######## twitchcore_boot_loader ########
**twitchcore_boot_loader: signal wires on met4**

Scale: 3 px per um. Cells faint in the background.
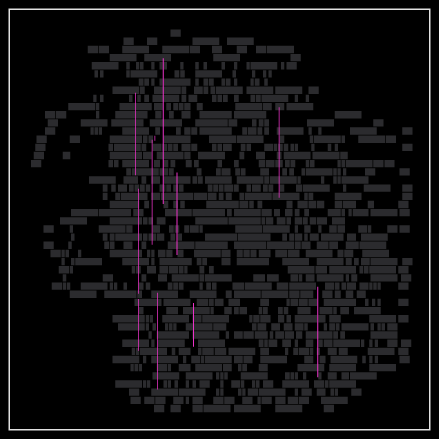

--- config.mk ---
export PLATFORM = sky130hd
export DESIGN_NAME = twitchcore_boot_loader
export DESIGN_NICKNAME = d
export VERILOG_FILES = /design/src/rtl/twitchcore_pkg.sv /design/src/rtl/twitchcore_word_packer.sv /design/src/rtl/twitchcore_boot_loader.sv
export SDC_FILE = /design/constraint.sdc
export NUM_CORES = 1
export LEC_CHECK = 0
export ABC_CLOCK_PERIOD_IN_PS = 4900
export CAP_MARGIN = 20
export CORE_MARGIN = 5
export CORE_UTILIZATION = 40
export CTS_CLUSTER_DIAMETER = 40
export DETAILED_ROUTE_END_ITERATION = 10
export MAX_ROUTING_LAYER = met4
export PLACE_DENSITY = 0.72
export SYNTH_ARGS = -nofsm -noshare
export SYNTH_HDL_FRONTEND = slang
export SYNTH_HIERARCHICAL = 1
export SYNTH_SLANG_ARGS = --single-unit
--- constraint.sdc ---
create_clock -name clk -period 4.9 [get_ports clk]
set_input_delay 0.735 -clock clk [delete_from_list [all_inputs] [get_ports clk]]
set_output_delay 0.735 -clock clk [all_outputs]
set_load 0.05 [all_outputs]
--- src/rtl/twitchcore_pkg.sv ---
// Shared types and constants for the twitchcore boot loader.
//   boot_state_t   : loader FSM state encoding
//   BYTES_PER_WORD : bytes assembled into one little-endian RAM word
package twitchcore_pkg;

  typedef enum logic [2:0] {
    HDR  = 3'd0,
    LOAD = 3'd1,
    CSUM = 3'd2,
    RUN  = 3'd3,
    ERR  = 3'd4
  } boot_state_t;

  localparam int BYTES_PER_WORD = 4;

endpackage

--- src/rtl/twitchcore_word_packer.sv ---
// Little-endian byte-to-word assembler.
// Ports:
//   clk, reset : clock and asynchronous active-high reset
//   take       : a byte is accepted this cycle
//   byte_in    : the accepted byte
//   word       : assembled word, meaningful only while word_valid is high
//   word_valid : one-cycle pulse on the cycle the 4th byte is accepted
module twitchcore_word_packer
  import twitchcore_pkg::*;
(
  input  logic        clk,
  input  logic        reset,
  input  logic        take,
  input  logic [7:0]  byte_in,
  output logic [31:0] word,
  output logic        word_valid
);

  localparam logic [1:0] LAST_IDX = 2'(BYTES_PER_WORD - 1);

  logic [1:0]  idx;
  logic [23:0] low_bytes;

  always_ff @(posedge clk or posedge reset) begin
    if (reset) begin
      idx <= 2'd0;
    end else if (take) begin
      idx <= idx + 2'd1;
    end
  end

  // Byte lanes 0..2 are data only; the byte index alone defines framing.
  always_ff @(posedge clk) begin
    if (take) begin
      case (idx)
        2'd0:    low_bytes[7:0]   <= byte_in;
        2'd1:    low_bytes[15:8]  <= byte_in;
        2'd2:    low_bytes[23:16] <= byte_in;
        default: low_bytes        <= low_bytes;
      endcase
    end
  end

  // The 4th byte completes the word combinationally so the write can be
  // registered exactly one cycle after it is accepted.
  assign word       = {byte_in, low_bytes};
  assign word_valid = take && (idx == LAST_IDX);

endmodule

--- src/rtl/twitchcore_boot_loader.sv ---
// Streams a firmware image (LE word count N, N LE data words, LE XOR checksum)
// into the core's word RAM while holding the core in reset. The core is
// released only after the trailer matches the XOR of header and data words.
// Ports:
//   clk, reset    : clock and asynchronous active-high reset
//   s_valid/s_data/s_ready : byte stream in, accepted when s_valid && s_ready
//   mem_we/mem_addr/mem_wdata : one-cycle RAM word write
//   core_resetn   : active-low reset to twitchcore
//   done          : image loaded and verified, core running
//   error         : sticky length or checksum fault
//   words_loaded  : number of data words written
module twitchcore_boot_loader
  import twitchcore_pkg::*;
#(
  parameter int                ADDR_W    = 14,
  parameter logic [ADDR_W-1:0] BASE_ADDR = '0,
  parameter int                MAX_WORDS = (2 ** ADDR_W) - int'(BASE_ADDR)
) (
  input  logic              clk,
  input  logic              reset,
  input  logic              s_valid,
  input  logic [7:0]        s_data,
  output logic              s_ready,
  output logic              mem_we,
  output logic [ADDR_W-1:0] mem_addr,
  output logic [31:0]       mem_wdata,
  output logic              core_resetn,
  output logic              done,
  output logic              error,
  output logic [ADDR_W:0]   words_loaded
);

  localparam logic [32:0]     MAX_WORDS_EXT = 33'(MAX_WORDS);
  localparam logic [ADDR_W:0] ONE_WORD      = (ADDR_W + 1)'(1);

  boot_state_t     state;
  boot_state_t     state_next;
  logic            take;
  logic [31:0]     word;
  logic            word_valid;
  logic [31:0]     csum;
  logic [ADDR_W:0] n_words;
  logic            load_word;

  assign take      = s_valid && s_ready;
  assign load_word = (state == LOAD) && word_valid;

  twitchcore_word_packer u_packer (
    .clk        (clk),
    .reset      (reset),
    .take       (take),
    .byte_in    (s_data),
    .word       (word),
    .word_valid (word_valid)
  );

  always_comb begin
    state_next = state;
    case (state)
      HDR: begin
        if (word_valid) begin
          if ({1'b0, word} > MAX_WORDS_EXT) begin
            state_next = ERR;
          end else if (word == 32'd0) begin
            state_next = CSUM;
          end else begin
            state_next = LOAD;
          end
        end
      end
      LOAD: begin
        if (word_valid && ((words_loaded + ONE_WORD) == n_words)) begin
          state_next = CSUM;
        end
      end
      CSUM: begin
        if (word_valid) begin
          state_next = (word == csum) ? RUN : ERR;
        end
      end
      default: state_next = state;
    endcase
  end

  // Control: FSM, ready and status flags are registered from the next state
  // so s_ready drops the cycle after the final byte and is low during reset.
  always_ff @(posedge clk or posedge reset) begin
    if (reset) begin
      state       <= HDR;
      s_ready     <= 1'b0;
      core_resetn <= 1'b0;
      done        <= 1'b0;
      error       <= 1'b0;
    end else begin
      state       <= state_next;
      s_ready     <= (state_next == HDR) || (state_next == LOAD) ||
                     (state_next == CSUM);
      core_resetn <= (state_next == RUN);
      done        <= (state_next == RUN);
      error       <= (state_next == ERR);
    end
  end

  // Write port, counters and checksum: one write the cycle after each data
  // word completes; address and data hold between writes.
  always_ff @(posedge clk or posedge reset) begin
    if (reset) begin
      mem_we       <= 1'b0;
      mem_addr     <= BASE_ADDR;
      mem_wdata    <= 32'd0;
      words_loaded <= '0;
      csum         <= 32'd0;
      n_words      <= '0;
    end else begin
      mem_we <= load_word;
      if ((state == HDR) && word_valid) begin
        csum    <= word;
        n_words <= word[ADDR_W:0];
      end
      if (load_word) begin
        mem_addr     <= BASE_ADDR + words_loaded[ADDR_W-1:0];
        mem_wdata    <= word;
        words_loaded <= words_loaded + ONE_WORD;
        csum         <= csum ^ word;
      end
    end
  end

endmodule

######## salsa_stream_xor ########
$ cat config.mk
export PLATFORM = sky130hd
export DESIGN_NAME = salsa_stream_xor
export DESIGN_NICKNAME = d
export VERILOG_FILES = /design/src/rtl/salsa_pkg.sv /design/src/rtl/salsa_ks_buffer.sv /design/src/rtl/salsa_stream_xor.sv
export SDC_FILE = /design/constraint.sdc
export NUM_CORES = 2
export LEC_CHECK = 0
export CAP_MARGIN = 30
export CORE_ASPECT_RATIO = 1.25
export CORE_UTILIZATION = 55
export DETAILED_ROUTE_END_ITERATION = 12
export GPL_ROUTABILITY_DRIVEN = 0
export PLACE_DENSITY = 0.82
export SYNTH_ARGS = -nofsm -noshare
export SYNTH_HDL_FRONTEND = slang
export SYNTH_SLANG_ARGS = --single-unit
$ cat constraint.sdc
create_clock -name i_clk -period 4 [get_ports i_clk]
set_input_delay 1.2 -clock i_clk [delete_from_list [all_inputs] [get_ports i_clk]]
set_output_delay 1.2 -clock i_clk [all_outputs]
set_load 0.01 [all_outputs]
$ cat src/rtl/salsa_pkg.sv
// Shared types and constants for the Salsa20 stream XOR front end.
package salsa_pkg;
  typedef enum logic [2:0] {
    ST_IDLE, ST_LOAD, ST_WAIT, ST_CAPTURE, ST_STREAM
  } state_e;

  localparam int SALSA_LOAD_WORDS  = 12;
  localparam int SALSA_BLOCK_BYTES = 64;

  localparam logic [3:0] CFG_KEY0   = 4'd0;
  localparam logic [3:0] CFG_NONCE0 = 4'd8;
  localparam logic [3:0] CFG_NONCE1 = 4'd9;
  localparam logic [3:0] CFG_POS_LO = 4'd10;
  localparam logic [3:0] CFG_POS_HI = 4'd11;

  localparam logic [31:0] SALSA_SIGMA0 = 32'h6170_7865;
  localparam logic [31:0] SALSA_SIGMA1 = 32'h3320_646e;
  localparam logic [31:0] SALSA_SIGMA2 = 32'h7962_2d32;
  localparam logic [31:0] SALSA_SIGMA3 = 32'h6b20_6574;
endpackage

$ cat src/rtl/salsa_ks_buffer.sv
// One-block keystream buffer: sequential write from the core, sequential read by the stream.
module salsa_ks_buffer
  import salsa_pkg::*;
#(
  parameter int DEPTH = SALSA_BLOCK_BYTES,
  parameter int AW    = $clog2(DEPTH)
) (
  input  logic          i_clk,
  input  logic          i_rst_n,
  input  logic          i_clr,
  input  logic          i_we,
  input  logic [7:0]    i_wdata,
  input  logic          i_rd,
  output logic [7:0]    o_rdata,
  output logic [AW-1:0] o_wptr,
  output logic [AW-1:0] o_rptr,
  output logic          o_full,
  output logic          o_empty
);
  logic [7:0] r_mem [DEPTH];
  logic [AW:0] r_wcnt, r_rcnt;

  assign o_full  = (r_wcnt == (AW+1)'(DEPTH));
  assign o_empty = (r_rcnt == r_wcnt);
  assign o_wptr  = r_wcnt[AW-1:0];
  assign o_rptr  = r_rcnt[AW-1:0];
  assign o_rdata = r_mem[r_rcnt[AW-1:0]];

  always_ff @(posedge i_clk or negedge i_rst_n) begin
    if (!i_rst_n) begin
      for (int i = 0; i < DEPTH; i++) r_mem[i] <= '0;
      r_wcnt <= '0;
      r_rcnt <= '0;
    end else if (i_clr) begin
      r_wcnt <= '0;
      r_rcnt <= '0;
    end else begin
      if (i_we && !o_full) begin
        r_mem[r_wcnt[AW-1:0]] <= i_wdata;
        r_wcnt <= r_wcnt + 1'b1;
      end
      if (i_rd && !o_empty) r_rcnt <= r_rcnt + 1'b1;
    end
  end
endmodule

$ cat src/rtl/salsa_stream_xor.sv
// Drives salsa_hash load bursts, buffers each 64-byte keystream block and XORs it onto a byte stream.
// Optional SALSA_POS_WRAP_ERR_EN: flag an error instead of wrapping the 64-bit block position.
module salsa_stream_xor
  import salsa_pkg::*;
#(
  parameter int WAIT_LIMIT = 255
) (
  input  logic        i_clk,
  input  logic        i_reset,
  output logic        o_core_rst,
  input  logic        i_cfg_we,
  input  logic [3:0]  i_cfg_addr,
  input  logic [31:0] i_cfg_data,
  input  logic        i_enable,
  input  logic        i_in_valid,
  output logic        o_in_ready,
  input  logic [7:0]  i_in_data,
  output logic        o_out_valid,
  output logic [7:0]  o_out_data,
  output logic        o_core_start,
  output logic [31:0] o_core_data,
  input  logic        i_core_ready,
  input  logic        i_core_writes,
  input  logic [7:0]  i_core_byte,
  output logic [63:0] o_pos_out,
  output logic        o_busy,
  output logic        o_error
);
  localparam int WW = $clog2(WAIT_LIMIT + 1);
  localparam logic [5:0] LAST = 6'(SALSA_BLOCK_BYTES - 1);

  state_e              r_state;
  logic [7:0][31:0]    r_key;
  logic [1:0][31:0]    r_nonce;
  logic [63:0]         r_pos;
  logic [3:0]          r_k;
  logic [WW-1:0]       r_wait;
  logic                r_error, r_out_valid, r_core_rst;
  logic [7:0]          r_out_data;

  logic [7:0]  w_rdata;
  logic [5:0]  w_wptr, w_rptr;
  logic        w_full, w_empty, w_hs, w_cap_we, w_can_load, w_last_rd, w_clr;
  logic [31:0] w_load_word;

  assign o_in_ready  = (r_state == ST_STREAM) && !w_empty;
  assign w_hs        = i_in_valid && o_in_ready;
  assign w_cap_we    = i_core_writes && !w_full && (r_state == ST_WAIT || r_state == ST_CAPTURE);
  assign w_can_load  = i_enable && i_core_ready && !r_error;
  assign w_last_rd   = w_hs && (w_rptr == LAST);
  // Pointers restart whenever a new fetch begins or a partial capture is abandoned.
  assign w_clr       = ((r_state == ST_IDLE) && w_can_load) || (w_last_rd && w_can_load) ||
                       ((r_state == ST_CAPTURE) && !i_core_writes);

  always_comb begin
    w_load_word = r_pos[63:32];
    case (r_k)
      4'd8:    w_load_word = r_nonce[0];
      4'd9:    w_load_word = r_nonce[1];
      4'd10:   w_load_word = r_pos[31:0];
      4'd11:   w_load_word = r_pos[63:32];
      default: if (!r_k[3]) w_load_word = r_key[r_k[2:0]];
    endcase
  end

  assign o_core_start = (r_state == ST_LOAD) && (r_k == 4'd0);
  assign o_core_data  = (r_state == ST_LOAD) ? w_load_word : '0;
  assign o_core_rst   = r_core_rst;
  assign o_out_valid  = r_out_valid;
  assign o_out_data   = r_out_data;
  assign o_pos_out    = r_pos;
  assign o_busy       = (r_state != ST_IDLE);
  assign o_error      = r_error;

  salsa_ks_buffer u_buf (
    .i_clk(i_clk), .i_rst_n(i_reset), .i_clr(w_clr),
    .i_we(w_cap_we), .i_wdata(i_core_byte), .i_rd(w_hs),
    .o_rdata(w_rdata), .o_wptr(w_wptr), .o_rptr(w_rptr),
    .o_full(w_full), .o_empty(w_empty)
  );

  always_ff @(posedge i_clk or negedge i_reset) begin
    if (!i_reset) begin
      r_state     <= ST_IDLE;
      r_key       <= '0;
      r_nonce     <= '0;
      r_pos       <= '0;
      r_k         <= '0;
      r_wait      <= '0;
      r_error     <= 1'b0;
      r_out_valid <= 1'b0;
      r_out_data  <= '0;
      r_core_rst  <= 1'b1;
    end else begin
      r_core_rst  <= 1'b0;
      r_out_valid <= w_hs;
      if (w_hs) r_out_data <= i_in_data ^ w_rdata;
      case (r_state)
        ST_IDLE: begin
          if (i_cfg_we) begin
            if (!i_cfg_addr[3]) r_key[i_cfg_addr[2:0]] <= i_cfg_data;
            else case (i_cfg_addr)
              CFG_NONCE0: r_nonce[0]    <= i_cfg_data;
              CFG_NONCE1: r_nonce[1]    <= i_cfg_data;
              CFG_POS_LO: r_pos[31:0]   <= i_cfg_data;
              CFG_POS_HI: r_pos[63:32]  <= i_cfg_data;
              default: ;
            endcase
          end
          if (w_can_load) begin
            r_state <= ST_LOAD;
            r_k     <= '0;
          end
        end
        ST_LOAD: begin
          r_k <= r_k + 4'd1;
          if (r_k == 4'(SALSA_LOAD_WORDS - 1)) begin
            r_state <= ST_WAIT;
            r_wait  <= '0;
          end
        end
        ST_WAIT: begin
          if (i_core_writes) r_state <= ST_CAPTURE;
          else if (r_wait == WW'(WAIT_LIMIT - 1)) begin
            r_error <= 1'b1;
            r_state <= ST_IDLE;
          end else r_wait <= r_wait + 1'b1;
        end
        ST_CAPTURE: begin
          if (!i_core_writes) begin
            r_error <= 1'b1;
            r_state <= ST_IDLE;
          end else if (w_wptr == LAST) begin
            r_state <= ST_STREAM;
`ifdef SALSA_POS_WRAP_ERR_EN
            if (&r_pos) r_error <= 1'b1;
            else r_pos <= r_pos + 64'd1;
`else
            r_pos <= r_pos + 64'd1;
`endif
          end
        end
        ST_STREAM: begin
          if (w_last_rd) begin
            r_state <= w_can_load ? ST_LOAD : ST_IDLE;
            r_k     <= '0;
          end
        end
        default: r_state <= ST_IDLE;
      endcase
    end
  end
endmodule

######## seg7_display ########
==> src/rtl/seg7_pkg.sv <==
// Shared constants for the seven-segment display controller: segment codes,
// register-select encodings and the digit count.
package seg7_pkg;

  localparam int unsigned NUM_DIGITS = 8;

  // Active-low segment codes for g..a (dp excluded), indexed by nibble value.
  localparam logic [15:0][6:0] SEG_HEX = {
    7'h0E, 7'h06, 7'h21, 7'h46,   // F E d C
    7'h03, 7'h08, 7'h10, 7'h00,   // b A 9 8
    7'h78, 7'h02, 7'h12, 7'h19,   // 7 6 5 4
    7'h30, 7'h24, 7'h79, 7'h40    // 3 2 1 0
  };

  // All segments dark.
  localparam logic [6:0] SEG_BLANK = 7'h7F;

  typedef enum logic [1:0] {
    SEG_ADDR_LO  = 2'b00,
    SEG_ADDR_DP  = 2'b01,
    SEG_ADDR_HI  = 2'b10,
    SEG_ADDR_RSV = 2'b11
  } seg_addr_e;

endpackage

==> src/rtl/hex_to_seg7.sv <==
// Combinational nibble to active-low seven-segment decoder with blank override.
module hex_to_seg7
  import seg7_pkg::*;
(
  input  logic [3:0] nibble,
  input  logic       blank,
  output logic [6:0] seg
);

  // Table lookup, forced dark when blanking.
  always_comb begin
    seg = SEG_HEX[nibble];
    if (blank) seg = SEG_BLANK;
  end

endmodule

==> src/rtl/seg7_display.sv <==
// Eight-digit multiplexed seven-segment display controller on the CPU IO bus.
// Optional feature: define SEG7_LEADING_ZERO_BLANK_EN to blank digits above
// the most significant nonzero nibble of the displayed value.
module seg7_display
  import seg7_pkg::*;
#(
  parameter int unsigned SCAN_DIV = 50000
) (
  input  logic        clock,
  input  logic        reset,
  input  logic        segcs,
  input  logic        segwrite,
  input  logic [1:0]  segaddr,
  input  logic [15:0] segwdata,
  output logic [7:0]  seg_en,
  output logic [7:0]  seg_out
);

  localparam logic [15:0] CNT_LAST = 16'(SCAN_DIV - 1);

  logic [31:0] disp_q, disp_d;
  logic [7:0]  dp_mask_q, dp_mask_d;
  logic [15:0] cnt_q, cnt_d;
  logic [2:0]  idx_q, idx_d;
  logic [7:0]  seg_en_q, seg_en_d;
  logic [7:0]  seg_out_q, seg_out_d;

  seg_addr_e   addr;
  logic [3:0]  nibble;
  logic        blank;
  logic [6:0]  seg_code;

  assign addr = seg_addr_e'(segaddr);

  // Register file: value halves and decimal-point mask.
  always_comb begin
    disp_d    = disp_q;
    dp_mask_d = dp_mask_q;
    if (segcs && segwrite) begin
      case (addr)
        SEG_ADDR_LO: disp_d[15:0]  = segwdata;
        SEG_ADDR_HI: disp_d[31:16] = segwdata;
        SEG_ADDR_DP: dp_mask_d     = segwdata[7:0];
        default:     ;
      endcase
    end
  end

  // Refresh divider and active digit index.
  always_comb begin
    cnt_d = cnt_q + 16'd1;
    idx_d = idx_q;
    if (cnt_q == CNT_LAST) begin
      cnt_d = '0;
      idx_d = idx_q + 3'd1;
    end
  end

`ifdef SEG7_LEADING_ZERO_BLANK_EN
  logic [2:0] top_nz;

  // Highest nonzero nibble position; digit 0 stays lit even for a zero value.
  always_comb begin
    top_nz = '0;
    for (int unsigned i = 1; i < NUM_DIGITS; i++) begin
      if (disp_q[4*i +: 4] != 4'h0) top_nz = 3'(i);
    end
    blank = (idx_q > top_nz);
  end
`else
  assign blank = 1'b0;
`endif

  assign nibble = disp_q[{idx_q, 2'b00} +: 4];

  hex_to_seg7 u_hex_to_seg7 (
    .nibble (nibble),
    .blank  (blank),
    .seg    (seg_code)
  );

  // Next output pattern for the currently active digit.
  always_comb begin
    seg_en_d  = ~(8'h01 << idx_q);
    seg_out_d = {~dp_mask_q[idx_q], seg_code};
  end

  // State and output registers with synchronous active-low reset.
  always_ff @(posedge clock) begin
    if (!reset) begin
      disp_q    <= '0;
      dp_mask_q <= '0;
      cnt_q     <= '0;
      idx_q     <= '0;
      seg_en_q  <= '1;
      seg_out_q <= '1;
    end else begin
      disp_q    <= disp_d;
      dp_mask_q <= dp_mask_d;
      cnt_q     <= cnt_d;
      idx_q     <= idx_d;
      seg_en_q  <= seg_en_d;
      seg_out_q <= seg_out_d;
    end
  end

  assign seg_en  = seg_en_q;
  assign seg_out = seg_out_q;

endmodule

==> config.mk <==
export PLATFORM = sky130hd
export DESIGN_NAME = seg7_display
export DESIGN_NICKNAME = d
export VERILOG_FILES = /design/src/rtl/seg7_pkg.sv /design/src/rtl/hex_to_seg7.sv /design/src/rtl/seg7_display.sv
export SDC_FILE = /design/constraint.sdc
export NUM_CORES = 1
export LEC_CHECK = 0
export ABC_AREA = 1
export CAP_MARGIN = 20
export CORE_MARGIN = 5
export CORE_UTILIZATION = 45
export CTS_BUF_LIST = sky130_fd_sc_hd__clkbuf_16
export CTS_CLUSTER_SIZE = 8
export DETAILED_ROUTE_END_ITERATION = 7
export GPL_ROUTABILITY_DRIVEN = 0
export PLACE_DENSITY_LB_ADDON = 0.25
export SKIP_CTS_REPAIR_TIMING = 1
export SLEW_MARGIN = 20
export SYNTH_ARGS = -nofsm -noshare
export SYNTH_HDL_FRONTEND = slang
export SYNTH_SLANG_ARGS = --single-unit
==> constraint.sdc <==
create_clock -name clock -period 1.9 [get_ports clock]
set_input_delay 0.19 -clock clock [delete_from_list [all_inputs] [get_ports clock]]
set_output_delay 0.19 -clock clock [all_outputs]
set_load 0.005 [all_outputs]
######## puf_resp_gen ########
File: src/rtl/puf_pkg.sv
// Shared definitions for the PUF response generator: FSM state type and
// default sizing constants.
package puf_pkg;

  // Default width of one oscillator count sample.
  localparam int PUF_CNT_BIT_SIZE = 5;
  // Default number of response bits (one per count pair) in a word.
  localparam int PUF_RESP_BITS    = 16;

  // S_CAP_A: waiting for first count of a pair
  // S_CAP_B: waiting for second count of a pair
  // S_HOLD : word complete, waiting for the consumer
  typedef enum logic [1:0] {
    S_CAP_A = 2'd0,
    S_CAP_B = 2'd1,
    S_HOLD  = 2'd2
  } puf_state_e;

endpackage

File: src/rtl/puf_pair_cmp.sv
// Combinational unsigned compare of two oscillator counts over the full width.
module puf_pair_cmp #(
  parameter int W = 5
) (
  input  logic [W-1:0] a_i,
  input  logic [W-1:0] b_i,
  output logic         gt_o,
  output logic         eq_o
);

  // Plain unsigned magnitude compare; a tie is reported separately.
  always_comb begin
    gt_o = (a_i > b_i);
    eq_o = (a_i == b_i);
  end

endmodule

File: src/rtl/puf_resp_gen.sv
// PUF response generator: collects pairs of oscillator counts, turns each
// pair into one response bit (A > B), and presents the assembled word to a
// consumer with a valid/ready hold.
//
// Optional feature: define PUF_TIE_MASK_EN to add o_tie_mask, a per-pair flag
// marking pairs whose two counts were equal.
//
// Handshake: o_resp_valid rises the cycle after the last bit is written and
// stays high with o_resp frozen until i_resp_ready is sampled high on a clock
// edge; that edge is the transfer and the word is cleared on it. i_valid is a
// one-cycle strobe with no back-pressure: strobes arriving while a word is
// held are dropped and recorded in the sticky o_overrun flag.
//
// o_state and o_pair_idx are debug views of the FSM state and pair index.
module puf_resp_gen
  import puf_pkg::*;
#(
  parameter int  CNT_BIT_SIZE = PUF_CNT_BIT_SIZE,
  parameter int  RESP_BITS    = PUF_RESP_BITS,
  localparam int IDX_W        = (RESP_BITS > 1) ? $clog2(RESP_BITS) : 1
) (
  input  logic                    clk,
  input  logic                    rst,
  input  logic                    i_en,
  input  logic                    i_valid,
  input  logic [CNT_BIT_SIZE-1:0] i_count,
  input  logic                    i_resp_ready,
  output logic [RESP_BITS-1:0]    o_resp,
  output logic                    o_resp_valid,
  output logic                    o_busy,
  output logic                    o_overrun,
`ifdef PUF_TIE_MASK_EN
  output logic [RESP_BITS-1:0]    o_tie_mask,
`endif
  output puf_state_e              o_state,
  output logic [IDX_W-1:0]        o_pair_idx
);

  puf_state_e              state_q;
  logic [IDX_W-1:0]        pair_idx_q;
  logic [IDX_W-1:0]        pair_idx_d;
  logic [CNT_BIT_SIZE-1:0] a_q;
  logic [RESP_BITS-1:0]    resp_q;
  logic                    resp_valid_q;
  logic                    overrun_q;
  logic                    last_pair;
  logic                    bit_gt;
  logic                    bit_eq;
  logic                    strobe;
`ifdef PUF_TIE_MASK_EN
  logic [RESP_BITS-1:0]    tie_q;
`endif

  // Compare the held first count against the incoming second count.
  puf_pair_cmp #(
    .W (CNT_BIT_SIZE)
  ) u_cmp (
    .a_i  (a_q),
    .b_i  (i_count),
    .gt_o (bit_gt),
    .eq_o (bit_eq)
  );

  // A strobe only counts when the block is enabled.
  assign strobe    = i_valid && i_en;
  assign last_pair = (pair_idx_q == IDX_W'(RESP_BITS - 1));
  // The index saturates on the last pair so it never wraps while holding.
  assign pair_idx_d = last_pair ? pair_idx_q : (pair_idx_q + IDX_W'(1));

  // Main FSM: capture A, capture B and write a bit, hold for the consumer.
  always_ff @(posedge clk) begin
    if (rst) begin
      state_q      <= S_CAP_A;
      pair_idx_q   <= '0;
      a_q          <= '0;
      resp_q       <= '0;
      resp_valid_q <= 1'b0;
      overrun_q    <= 1'b0;
`ifdef PUF_TIE_MASK_EN
      tie_q        <= '0;
`endif
    end else begin
      // Any enabled strobe while a word is held (handoff cycle included) is lost.
      if (state_q == S_HOLD && strobe) begin
        overrun_q <= 1'b1;
      end
      case (state_q)
        S_CAP_A: begin
          if (!i_en) begin
            pair_idx_q <= '0;
            a_q        <= '0;
            resp_q     <= '0;
`ifdef PUF_TIE_MASK_EN
            tie_q      <= '0;
`endif
          end else if (i_valid) begin
            a_q     <= i_count;
            state_q <= S_CAP_B;
          end
        end
        S_CAP_B: begin
          if (!i_en) begin
            state_q    <= S_CAP_A;
            pair_idx_q <= '0;
            a_q        <= '0;
            resp_q     <= '0;
`ifdef PUF_TIE_MASK_EN
            tie_q      <= '0;
`endif
          end else if (i_valid) begin
            resp_q[pair_idx_q] <= bit_gt;
`ifdef PUF_TIE_MASK_EN
            tie_q[pair_idx_q]  <= bit_eq;
`endif
            pair_idx_q <= pair_idx_d;
            if (last_pair) begin
              state_q      <= S_HOLD;
              resp_valid_q <= 1'b1;
            end else begin
              state_q <= S_CAP_A;
            end
          end
        end
        S_HOLD: begin
          // Disable does not discard a finished word; only a transfer does.
          if (i_resp_ready) begin
            state_q      <= S_CAP_A;
            pair_idx_q   <= '0;
            a_q          <= '0;
            resp_q       <= '0;
            resp_valid_q <= 1'b0;
`ifdef PUF_TIE_MASK_EN
            tie_q        <= '0;
`endif
          end
        end
        default: begin
          state_q      <= S_CAP_A;
          pair_idx_q   <= '0;
          resp_valid_q <= 1'b0;
        end
      endcase
    end
  end

  // Tie information is only consumed by the optional mask output.
  logic unused_eq;
`ifdef PUF_TIE_MASK_EN
  assign unused_eq  = 1'b0;
  assign o_tie_mask = tie_q;
`else
  assign unused_eq  = bit_eq;
`endif

  assign o_resp       = resp_q;
  assign o_resp_valid = resp_valid_q;
  assign o_overrun    = overrun_q;
  assign o_busy       = (state_q != S_CAP_A) || (pair_idx_q != '0);
  assign o_state      = state_q;
  assign o_pair_idx   = pair_idx_q;

endmodule

File: config.mk
export PLATFORM = sky130hd
export DESIGN_NAME = puf_resp_gen
export DESIGN_NICKNAME = d
export VERILOG_FILES = /design/src/rtl/puf_pkg.sv /design/src/rtl/puf_pair_cmp.sv /design/src/rtl/puf_resp_gen.sv
export SDC_FILE = /design/constraint.sdc
export NUM_CORES = 1
export LEC_CHECK = 0
export ABC_AREA = 1
export CAP_MARGIN = 20
export CORE_AREA = 2 2 58 114
export DETAILED_ROUTE_END_ITERATION = 12
export DIE_AREA = 0 0 60 116
export SYNTH_ARGS = -nofsm -noshare
export SYNTH_HDL_FRONTEND = slang
export SYNTH_SLANG_ARGS = --single-unit
File: constraint.sdc
create_clock -name clk -period 2.22 [get_ports clk]
set_input_delay 0.444 -clock clk [delete_from_list [all_inputs] [get_ports clk]]
set_output_delay 0.444 -clock clk [all_outputs]
set_load 0.01 [all_outputs]
**puf_resp_gen: routed metal, one colour a layer**

Scale: 4 px per um.
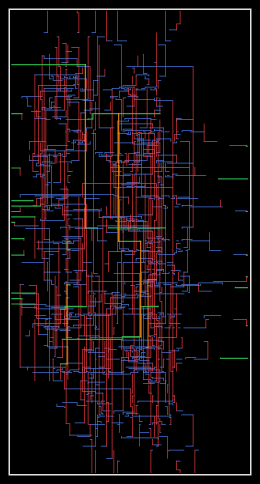
Key: green = met3 [wire length 164 um]; orange = met4 [wire length 133 um]; blue = met1 [wire length 1,810 um]; red = met2 [wire length 2,840 um]

==> deck_impl_summary.md, puf_resp_gen <==
Run Summary

Status
  • Outcome: complete, no violations

Finish
  • Buffers excl. clock: 48
  • MI comb cells: 219
  • MI comb area: 1190 um2
  • Layout Nets: 379
  • Logic share of the area: 44.5%
  • Seq/total area: 21.7%
  • Largest class: logic gates
  • Most common logic cells in the final layout: nor2_1 (88), inv_1 (50), nand2_1 (36), clkdlybuf4s50_1 (33), dfxtp_1 (28)
  • Antenna Diode Count: 0
  • Fillcell total: 641
  • Fraction of area in clock buffers and inverters: 5.32%

Final timing
  • Worst Max-Slew Pin Slew: 0.366 ns

Yosys
  • Top_reg_cell synth: dfxtp_1
  • YS chip area: 2070 um2
  • Most common cell in the netlist: nor2_1
  • Yosys adder share: 7.86%
  • Synthesized Nets: 336
  • Synth cell types: 30
  • Mux frac, synth: 0%
  • EDFF count, synth: 0
  • Post-Synthesis Cell Area: 2070 um2

Placed design
  • PortBufs: 34

Setup path
  • CP arrival: 2.08 ns
  • CP endpoint: o_resp[5]
  • Cells on worst reg2reg path: 8
  • Most frequent CP cell: nor2_1
  • End of the worst register-to-register path: o_resp[5]
  • Reg-to-reg slack, setup: 0.49 ns
  • Slowest-stage cell, CP: clkdlybuf4s50_1

Power
  • Maximum VDD drop: 0.427 mV
  • Pleak: 1.18 nW

Clocking
  • CTS tree: done
  • Clock Sink Count: 29
  • CTS Hold Buffers Added: 0
  • H-tree Lvls: 2

Min path
  • Hold Path Origin: o_overrun
  • Hold depth: 1

GRT
  • Overflow after GRT: 0

Die
  • Pre-Place Util: 34.2%
  • Placeable core area: 6060 um2
  • Rows: 40

Detailed routing
  • Met2 WL: 2840 um
  • Via density: 4.47
  • Routed wl met3: 163 um
-- puf_resp_gen: layer usage --
metal  up-vias  global-route usage, %
li1       1054                      -
met1       865                   16.4
met2        36                   30.4
met3        11                   3.91
met4         0                   8.30
met5         -                      0
-- puf_resp_gen: power by group --
part           leakage, nW  switching, W  total, W  internal, W
logic                0.872      0.000224  0.000372     0.000148
clock network       0.0700      0.000228  0.000666     0.000438
registers            0.235     0.0000104  0.000549     0.000539
total                 1.18      0.000462   0.00159      0.00112
-- puf_resp_gen: stage by stage --
step / worst slack (ns) / total power, W / utilization (%) / instances / hold slack [ns]
floorplan: 0.605 / 0.000821 / - / 313 / 0.495
global placement: 0.0620 / 0.000929 / 41.8 / 433 / 0.462
detailed placement: 0.0683 / 0.000932 / 41.8 / 433 / 0.466
CTS: 0.0373 / 0.00161 / 44.2 / 440 / 0.483
global route: 0.169 / 0.00168 / 44.3 / 440 / 0.511
finish: 0.350 / 0.00159 / 44.3 / 440 / 0.473
-- puf_resp_gen: flip-flops by register name (all words and copies together), names as in the netlist --
register,cells
o_resp,16
a_q,5
o_pair_idx,4
o_state,2
o_overrun,1
o_resp_valid,1
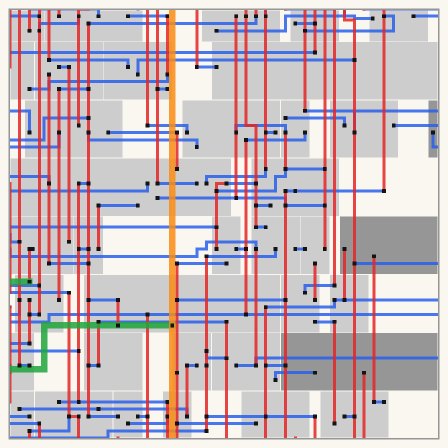
**Above:** twitchcore_boot_loader (close-up of the layout).
Region (95, 25) to (115, 45) um. Cells in grey, sequential cells in the stronger grey; small squares are vias.
Key: blue = met1; red = met2; orange = met4; green = met3
Netlist names of flops here include words_loaded (1). Sequential cells in the window: 1. 34 logic cells have their middle in the window. Most frequent: nor2_1 (6), xnor2_1 (4).

About 'signal wires on met4' of twitchcore_boot_loader:
6 nets have wire on it. The layer holds 1.8% of the routed length.

==> deck_impl_summary.md, twitchcore_boot_loader <==
Run Summary

Status
  • Outcome: complete, no violations

Detailed routing
  • Via count: 4,996

Run
  • Max-cap violation count: 0

Finish
  • Fin util: 49.6%
  • Largest class: sequential cells

Setup path
  • Slowest-stage cell, CP: buf_4
  • Critical path endpoint category: flip-flop

Yosys
  • YS chip area: 6720 um2
  • Synth cell types: 61
  • Top comb family, area: simple AND/OR/NAND/NOR gates

Clocking
  • Clk latency of the worst-skew pair: 0.43 ns
  • Post-CTS setup buffer count: 0
  • H-tree Lvls: 4

Final timing
  • Fin Hold WS: 0.470 ns
  • Total negative setup slack: 0 ns

Min path
  • Hold Path Origin: mem_addr[12]
  • Hold crit path type: flip-flop to flip-flop

GRT
  • Vias in the first global route: 5,023

Power
  • P_comb: 0.00170 W
-- twitchcore_boot_loader: synthesized netlist by cell type (2+ instances only) --
| cell type | n | area, um2 |
|---|---|---|
| a21oi_1 | 67 | 335 |
| and3_1 | 2 | 12.5 |
| buf_4 | 9 | 67.6 |
| and2_2 | 4 | 30.0 |
| nor3_1 | 5 | 25.0 |
| dfrtp_1 | 117 | 2930 |
| ha_1 | 5 | 62.6 |
| buf_1 | 4 | 15.0 |
| nor4_1 | 16 | 100 |
| mux2_2 | 15 | 169 |
| clkbuf_8 | 4 | 55.1 |
| nor4_2 | 2 | 25.0 |
| nor2_1 | 13 | 48.8 |
| buf_6 | 2 | 22.5 |
| nand3_1 | 40 | 200 |
| and2b_1 | 2 | 15.0 |
| a21o_1 | 2 | 15.0 |
| xnor2_1 | 27 | 236 |
| clkbuf_1 | 24 | 90.1 |
| o21ai_0 | 39 | 195 |
| nand2_1 | 150 | 563 |
| or2_2 | 2 | 12.5 |
| nand4b_1 | 2 | 17.5 |
| nand4_1 | 7 | 43.8 |
| nor3b_1 | 2 | 15.0 |
| xor2_1 | 39 | 342 |
| inv_1 | 9 | 33.8 |
| edfxtp_1 | 24 | 721 |
| nor2b_1 | 2 | 12.5 |
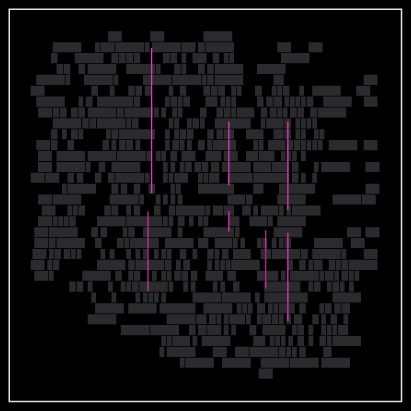
**Above:** seg7_display (signal wires on met4).
Scale: 4 px per um. Cells faint in the background.
The layer holds 1.8% of the routed length. The wires run mostly vertical. The longest straight run is 36.0 um. The layer carries 134 um of wire.

**seg7_display: routed metal, one colour a layer**

Scale: 4 px per um.
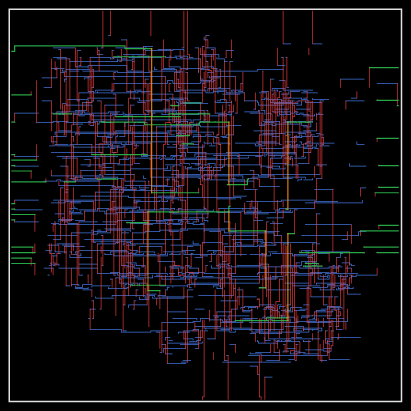
Key: orange = met4 [wire length 134 um]; green = met3 [wire length 381 um]; blue = met1 [wire length 3,640 um]; red = met2 [wire length 3,300 um]

==> deck_impl_summary.md, seg7_display <==
Run Summary

Setup path
  • Most frequent CP cell: nand3_1
  • CP endpoint: seg_out[1]
  • Setup CP Type: flip-flop to flip-flop

Detailed routing
  • WL met1: 3640 um
  • Top routing layer in use: met4
  • Via density: 4.86

Yosys
  • Area share, top type: 43.4%
  • Mux frac, synth: 0%
  • Aoi share: 12.3%
  • Cells in synth_stat.txt: 476
  • FF+latch count, synth: 75
  • Sequential area share after synthesis: 43.4%

Die
  • Placeable core area: 7610 um2
  • Ports: 38
  • Pre-Place Util: 45.5%
  • DIE WIDTH: 97.7 um
  • Vert. Die Dim: 97.7 um

Power
  • Reg power frac: 46.6%
  • Power Density: 823 nW/um2
  • Clock power share: 46.5%
  • P_int: 0.00274 W
  • Sw power: 0.000780 W

Min path
  • Hold Path Origin: cnt_q[0]

Clocking
  • Clock Path Buffers: 2
  • CTS tree: done
  • Clock Sink Count: 75

Placed design
  • Cells after DPL: 607
  • Post-placement cell area: 3970 um2

Final timing
  • Total negative setup slack: 0 ns
  • Worst Max-Slew Pin Slew: 0.322 ns
  • Slew HR: 78.3%
  • Max Clk Rate: 564 MHz

Run
  • Max-cap violation count: 0

Status
  • Outcome: complete, no violations

Finish
  • Register area: 1500 um2
  • MI comb area: 1620 um2
  • Fraction of area in clock buffers and inverters: 6.67%
  • Layout Nets: 553
  • Most instantiated logic cell after routing: nand2_1
  • Layout non-clock buf frac: 11.7%
  • Sequential cells: 75
  • Buffers excl. clock: 49
  • Layout Cells excl Fill: 625

GRT
  • M3 GR Usage: 3.73%
  • Largest net degree at the start of global routing: 37
  • Vias in the first global route: 2,806
  • First-pass GRT wire length: 12,600 um
  • Gr usage total: 15.9%
[seg7_display: worst register-to-register path, cell delays in order (launching register included)]
cell and delay [ns]:
dfxtp_2 0.36, buf_12 0.17, inv_6 0.07, nand2_1 0.07, nand3_1 0.06, nand3_1 0.13
o21ai_4 0.08, buf_4 0.15, ha_1 0.29, nand3_1 0.11, nor2_1 0.05, nor2_1 0.08
nand2_1 0.05
[seg7_display: registers in the layout (all words and copies together), names as in the netlist]
| register | flops |
|---|---|
| seg_out | 8 |
| dp_mask_q | 8 |
| idx_q | 3 |
| cnt_q | 16 |
| seg_en | 8 |
| disp_q | 32 |
[seg7_display: cells in the mapped netlist (all sizes together)]
cell,n
nand2,105
dfxtp,75
inv,62
nand3,52
nor2,49
a21oi,42
o21ai,42
ha,13
clkbuf,10
buf,8
nor3,7
nand4,4
or2,3
nor3b,2
xnor2,1
xor2,1
[seg7_display: power groups by stage]
stage	Sequential [W]	Clock (W)	Combinational, W
3_5_place_dp	0.00167	0	0.000240
2_1_floorplan	0.00167	0	0.000127
5_1_grt	0.00164	0.00173	0.000274
3_3_place_gp	0.00167	0	0.000237
6_report	0.00164	0.00164	0.000243
4_1_cts	0.00164	0.00166	0.000241
**salsa_stream_xor: clock network drawn from the DEF**

Scale: 1 px per um.
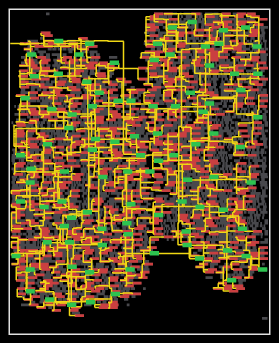
Key: red = flip-flops [count 936]; green = cells driving clock nets [count 94]; yellow = clock wires [length 11,000 um]
There are 95 routed clock nets. Position of the flops: widely spread.

==> deck_impl_summary.md, salsa_stream_xor <==
Run Summary

Finish
  • Antenna Diode Count: 0
  • Max reg flops: 512

Clocking
  • Clk slew on worst S/H paths: 0.06 ns
  • CTS tree: done
  • Clk latency of the worst-skew pair: 0.69 ns

GRT
  • Grt met1 use: 37.0%
  • Largest net degree at the start of global routing: 96

Status
  • Failing checks: negative setup slack
  • Outcome: finished, violations left

Setup path
  • Critical path endpoint category: primary output
  • CP peak stage delay: 0.53 ns

Yosys
  • Ys Warns: 0
  • Cells in synth_stat.txt: 3,409
  • Area share, top type: 51.5%

Detailed routing
  • Via count: 30,903
  • Routed wl met3: 9560 um

Final timing
  • Final setup fails: 1
  • Total negative setup slack: -0.0562 ns
  • Unrepaired setup endpoints after global routing: yes
  • Final WS setup: -0.0562 ns

Min path
  • Hold Path Origin: r_wait[4]

Power
  • Maximum VDD drop: 0.390 mV

Run
  • Max-cap violation count: 0
salsa_stream_xor: cell usage after synthesis, drive strengths merged, types with 11 or more instances:
master	n
a21o	11
a21oi	87
a22oi	74
a2bb2oi	11
a31o	11
a31oi	53
and2	22
and3	32
buf	101
clkbuf	182
dfrtp	935
inv	26
mux2	863
mux2i	90
mux4	165
nand2	204
nand3	70
nand4	23
nor2	112
nor3	27
nor4	14
o21ai	85
o22a	14
o22ai	26
xnor2	13
salsa_stream_xor: worst paths after layout:
kind / end / depth (start not counted)
max: o_core_data[12] / 9
min: r_wait[4] / 1
max reg2reg: o_out_data[4] / 7
min reg2reg: r_wait[4] / 1
max in group asynchronous: o_core_rst / 2
min in group asynchronous: r_nonce[32] / 1
salsa_stream_xor: final cells by class:
type / count / area, um2
inverter: 27 / 101
tap: 1071 / 1340
clock buffer: 131 / 2740
timing repair buffer: 310 / 3190
multi-input combinational: 2163 / 20900
clock inverter: 47 / 658
fill: 5714 / 29300
sequential: 936 / 23400
salsa_stream_xor: power by group:
group / total [W] / switching [W] / internal [W]
sequential: 0.0112 / 0.000833 / 0.0104
combinational: 0.00246 / 0.00110 / 0.00136
clock: 0.00956 / 0.00389 / 0.00567

==> gallery <==
Congestion heat map.
shot_01.png
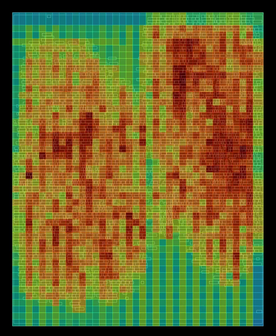
shot_02.png
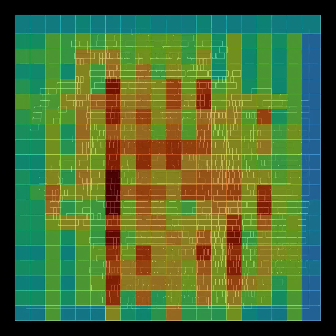
shot_03.png
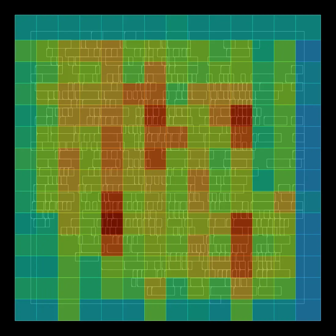
shot_04.png
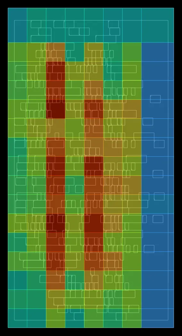
| from | picture |
|---|---|
| seg7_display | shot_03.png |
| salsa_stream_xor | shot_01.png |
| twitchcore_boot_loader | shot_02.png |
| puf_resp_gen | shot_04.png |


######## wb_stage ########
**wb_stage: congestion heat map**

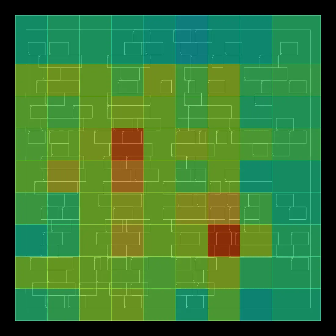
**wb_stage: routed metal, one colour a layer**

Scale: 6 px per um.
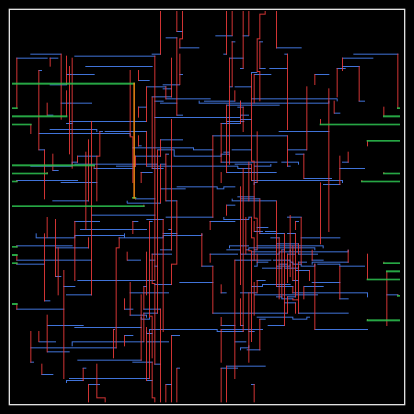
### src/rtl/wb_stage.sv
// Writeback stage: retires ALU results into A/B, the carry flag and a handshaked OUT port,
// and feeds a registered forwarding bus back to decode.
module wb_stage (
  input  logic       clk,
  input  logic       rst,
  input  logic       wb_valid,
  input  logic [3:0] wb_result,
  input  logic       wb_carry,
  input  logic       wb_mem_w,
  input  logic       wb_s_reg,
  input  logic       wb_out_reg,
  input  logic       wb_flag_w,
  input  logic       out_ack,
  output logic       wb_ready,
  output logic [3:0] reg_a,
  output logic [3:0] reg_b,
  output logic [3:0] out,
  output logic       out_valid,
  output logic       carry,
  output logic [3:0] fwd_result,
  output logic       fwd_mem_w,
  output logic       fwd_s_reg,
  output logic [7:0] retired
);

  typedef enum logic {
    EMPTY = 1'b0,
    FULL  = 1'b1
  } out_state_t;

  out_state_t out_state;
  logic       accept;

  // NOTE: ready depends on this cycle's out_ack, so a consumer acking a full OUT slot
  // lets a new instruction retire in the same cycle without a bubble.
  assign wb_ready  = !((out_state == FULL) && !out_ack);
  assign accept    = wb_valid && wb_ready;
  assign out_valid = (out_state == FULL);

  // NOTE: all state is non-blocking so every register samples pre-edge values; the async
  // reset clears the pending OUT value too, so the consumer never needs to ack after reset.
  always_ff @(posedge clk or posedge rst) begin
    if (rst) begin
      out_state  <= EMPTY;
      reg_a      <= '0;
      reg_b      <= '0;
      out        <= '0;
      carry      <= 1'b0;
      fwd_result <= '0;
      fwd_mem_w  <= 1'b0;
      fwd_s_reg  <= 1'b0;
      retired    <= '0;
    end else begin
      fwd_mem_w <= accept && wb_mem_w;

      if (accept) begin
        retired    <= retired + 8'd1;
        fwd_result <= wb_result;
        fwd_s_reg  <= wb_s_reg;
        if (wb_flag_w) carry <= wb_carry;
        if (wb_mem_w) begin
          if (wb_s_reg) reg_b <= wb_result;
          else          reg_a <= wb_result;
        end
      end

      case (out_state)
        EMPTY: begin
          if (accept && wb_out_reg) begin
            out       <= wb_result;
            out_state <= FULL;
          end
        end
        FULL: begin
          // Accept is only possible here when out_ack is high.
          if (accept && wb_out_reg) begin
            out       <= wb_result;
            out_state <= FULL;
          end else if (out_ack) begin
            out_state <= EMPTY;
          end
        end
        default: out_state <= EMPTY;
      endcase
    end
  end

endmodule

### config.mk
export PLATFORM = sky130hd
export DESIGN_NAME = wb_stage
export DESIGN_NICKNAME = d
export VERILOG_FILES = /design/src/rtl/wb_stage.sv
export SDC_FILE = /design/constraint.sdc
export NUM_CORES = 1
export LEC_CHECK = 0
export CAP_MARGIN = 0
export CELL_PAD_IN_SITES_DETAIL_PLACEMENT = 1
export CELL_PAD_IN_SITES_GLOBAL_PLACEMENT = 2
export CORE_MARGIN = 2
export CORE_UTILIZATION = 31
export CTS_CLUSTER_SIZE = 10
export DETAILED_ROUTE_END_ITERATION = 16
export PLACE_DENSITY_LB_ADDON = 0.15
export RECOVER_POWER = 100
export SETUP_SLACK_MARGIN = 0.2
export SYNTH_ARGS = -nofsm -noshare
export SYNTH_HDL_FRONTEND = slang
export SYNTH_SLANG_ARGS = --single-unit
### constraint.sdc
create_clock -name clk -period 4.05 [get_ports clk]
set_clock_uncertainty 0.2 [all_clocks]
set_input_delay 1.0125 -clock clk [delete_from_list [all_inputs] [get_ports clk]]
set_output_delay 1.0125 -clock clk [all_outputs]
set_load 0.005 [all_outputs]
==> deck_impl_summary.md <==
Run Summary

Yosys
  • Mux frac, synth: 18.2%
  • YS chip area: 1180 um2
  • Top comb family, area: multiplexers
  • Post-Synthesis Cell Area: 1180 um2
  • Simple Share, Synth: 13.9%
  • Avg Inst Size Synth: 15.1 um2

Finish
  • Most common logic cells in the final layout: dlygate4sd3_1 (30), dfrtp_1 (28), mux2_2 (19), clkdlybuf4s50_1 (11), xnor2_1 (7)
  • Fillcell total: 377

Clocking
  • Clock Path Buffers: 2
  • Resized cells post-CTS: 0

Status
  • Outcome: complete, no violations

Power
  • Comb pwr share: 29.8%
  • Clock power share: 20.6%
  • P_comb: 0.000239 W
  • P_int: 0.000590 W

Detailed routing
  • WL met1: 1040 um

Final timing
  • Hold violation total from the final report: 0
  • Final Max Tran Viols: 0
  • Fin Hold WS: 0.280 ns

Die
  • Ports: 42

Min path
  • Hold crit path type: flip-flop to flip-flop
  • Hold depth: 1

Setup path
  • Setup CP Type: input pin to primary output
  • Cells on worst reg2reg path: 3

Placed design
  • Post-placement cell area: 1630 um2
## Picture notes: 'congestion heat map' of wb_stage
WL/cell: 14.3 um
M2 GR Usage: 21.1%
GR peak layer: met2
M3 GR Usage: 3.25%

## Picture notes: 'routed metal, one colour a layer' of wb_stage
Key: red = met2 [wire length 1,230 um]; green = met3 [wire length 123 um]; orange = met4 [wire length 19.0 um]; blue = met1 [wire length 1,040 um]

[final cells by class]
type / count / share of cell area, %
sequential: 28 / 42.7
multi-input combinational: 47 / 25.0
timing repair buffer: 41 / 25.0
tap: 48 / 3.66
clock buffer: 4 / 3.36
inverter: 1 / 0.229
[critical path: stages]
cell	delay (ns)
clkdlybuf4s50_1	0.45
nand2b_1	0.43
clkdlybuf4s50_1	0.60
[synth_stat cells (all sizes together)]
| cell type | n |
|---|---|
| and2 | 2 |
| nand3 | 3 |
| nand2b | 1 |
| xnor2 | 7 |
| mux2 | 19 |
| nand2 | 3 |
| nor2b | 1 |
| and3 | 2 |
| dfrtp | 28 |
| buf | 2 |
| and4 | 2 |
| ha | 1 |
| and4b | 1 |
| inv | 1 |
| nand4 | 5 |
[through the flow]
stage	total power [W]	setup WS [ns]
global placement	0.000669	0.613
CTS	0.000852	0.602
finish	0.000801	0.341
global route	0.000860	0.296
floorplan	0.000506	1.53
detailed placement	0.000680	0.603
[worst paths after layout]
path,startpoint,to
max reg2reg,out_valid,out[1]
min in group asynchronous,rst,reg_b[1]
max,out_ack,wb_ready
max in group asynchronous,rst,fwd_mem_w
min,retired[7],retired[7]
min reg2reg,retired[7],retired[7]


==> layout pictures side by side <==
Clock network drawn from the DEF.
(a)
Scale: 2 px per um.
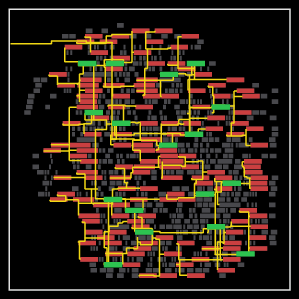
(b)
Scale: 4 px per um.
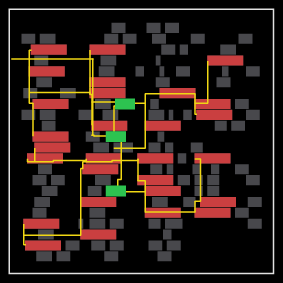
(c)
Scale: 3 px per um.
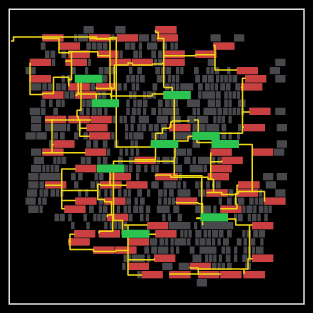
(d)
Scale: 3 px per um.
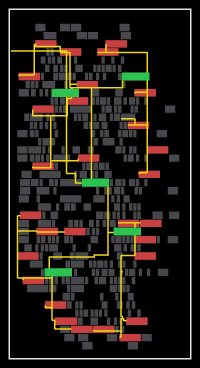
puf_resp_gen -> (d)
wb_stage -> (b)
seg7_display -> (c)
twitchcore_boot_loader -> (a)
- most sequential cells: (a)
- smallest die: (b)

Key to (c):
Key: green = cells driving clock nets [count 9]; yellow = clock wires [length 952 um]; red = flip-flops [count 75]
Position of the flops: widely spread. There are 10 routed clock nets.

Power figures rest on the tool's default switching activity, not on a simulated workload.
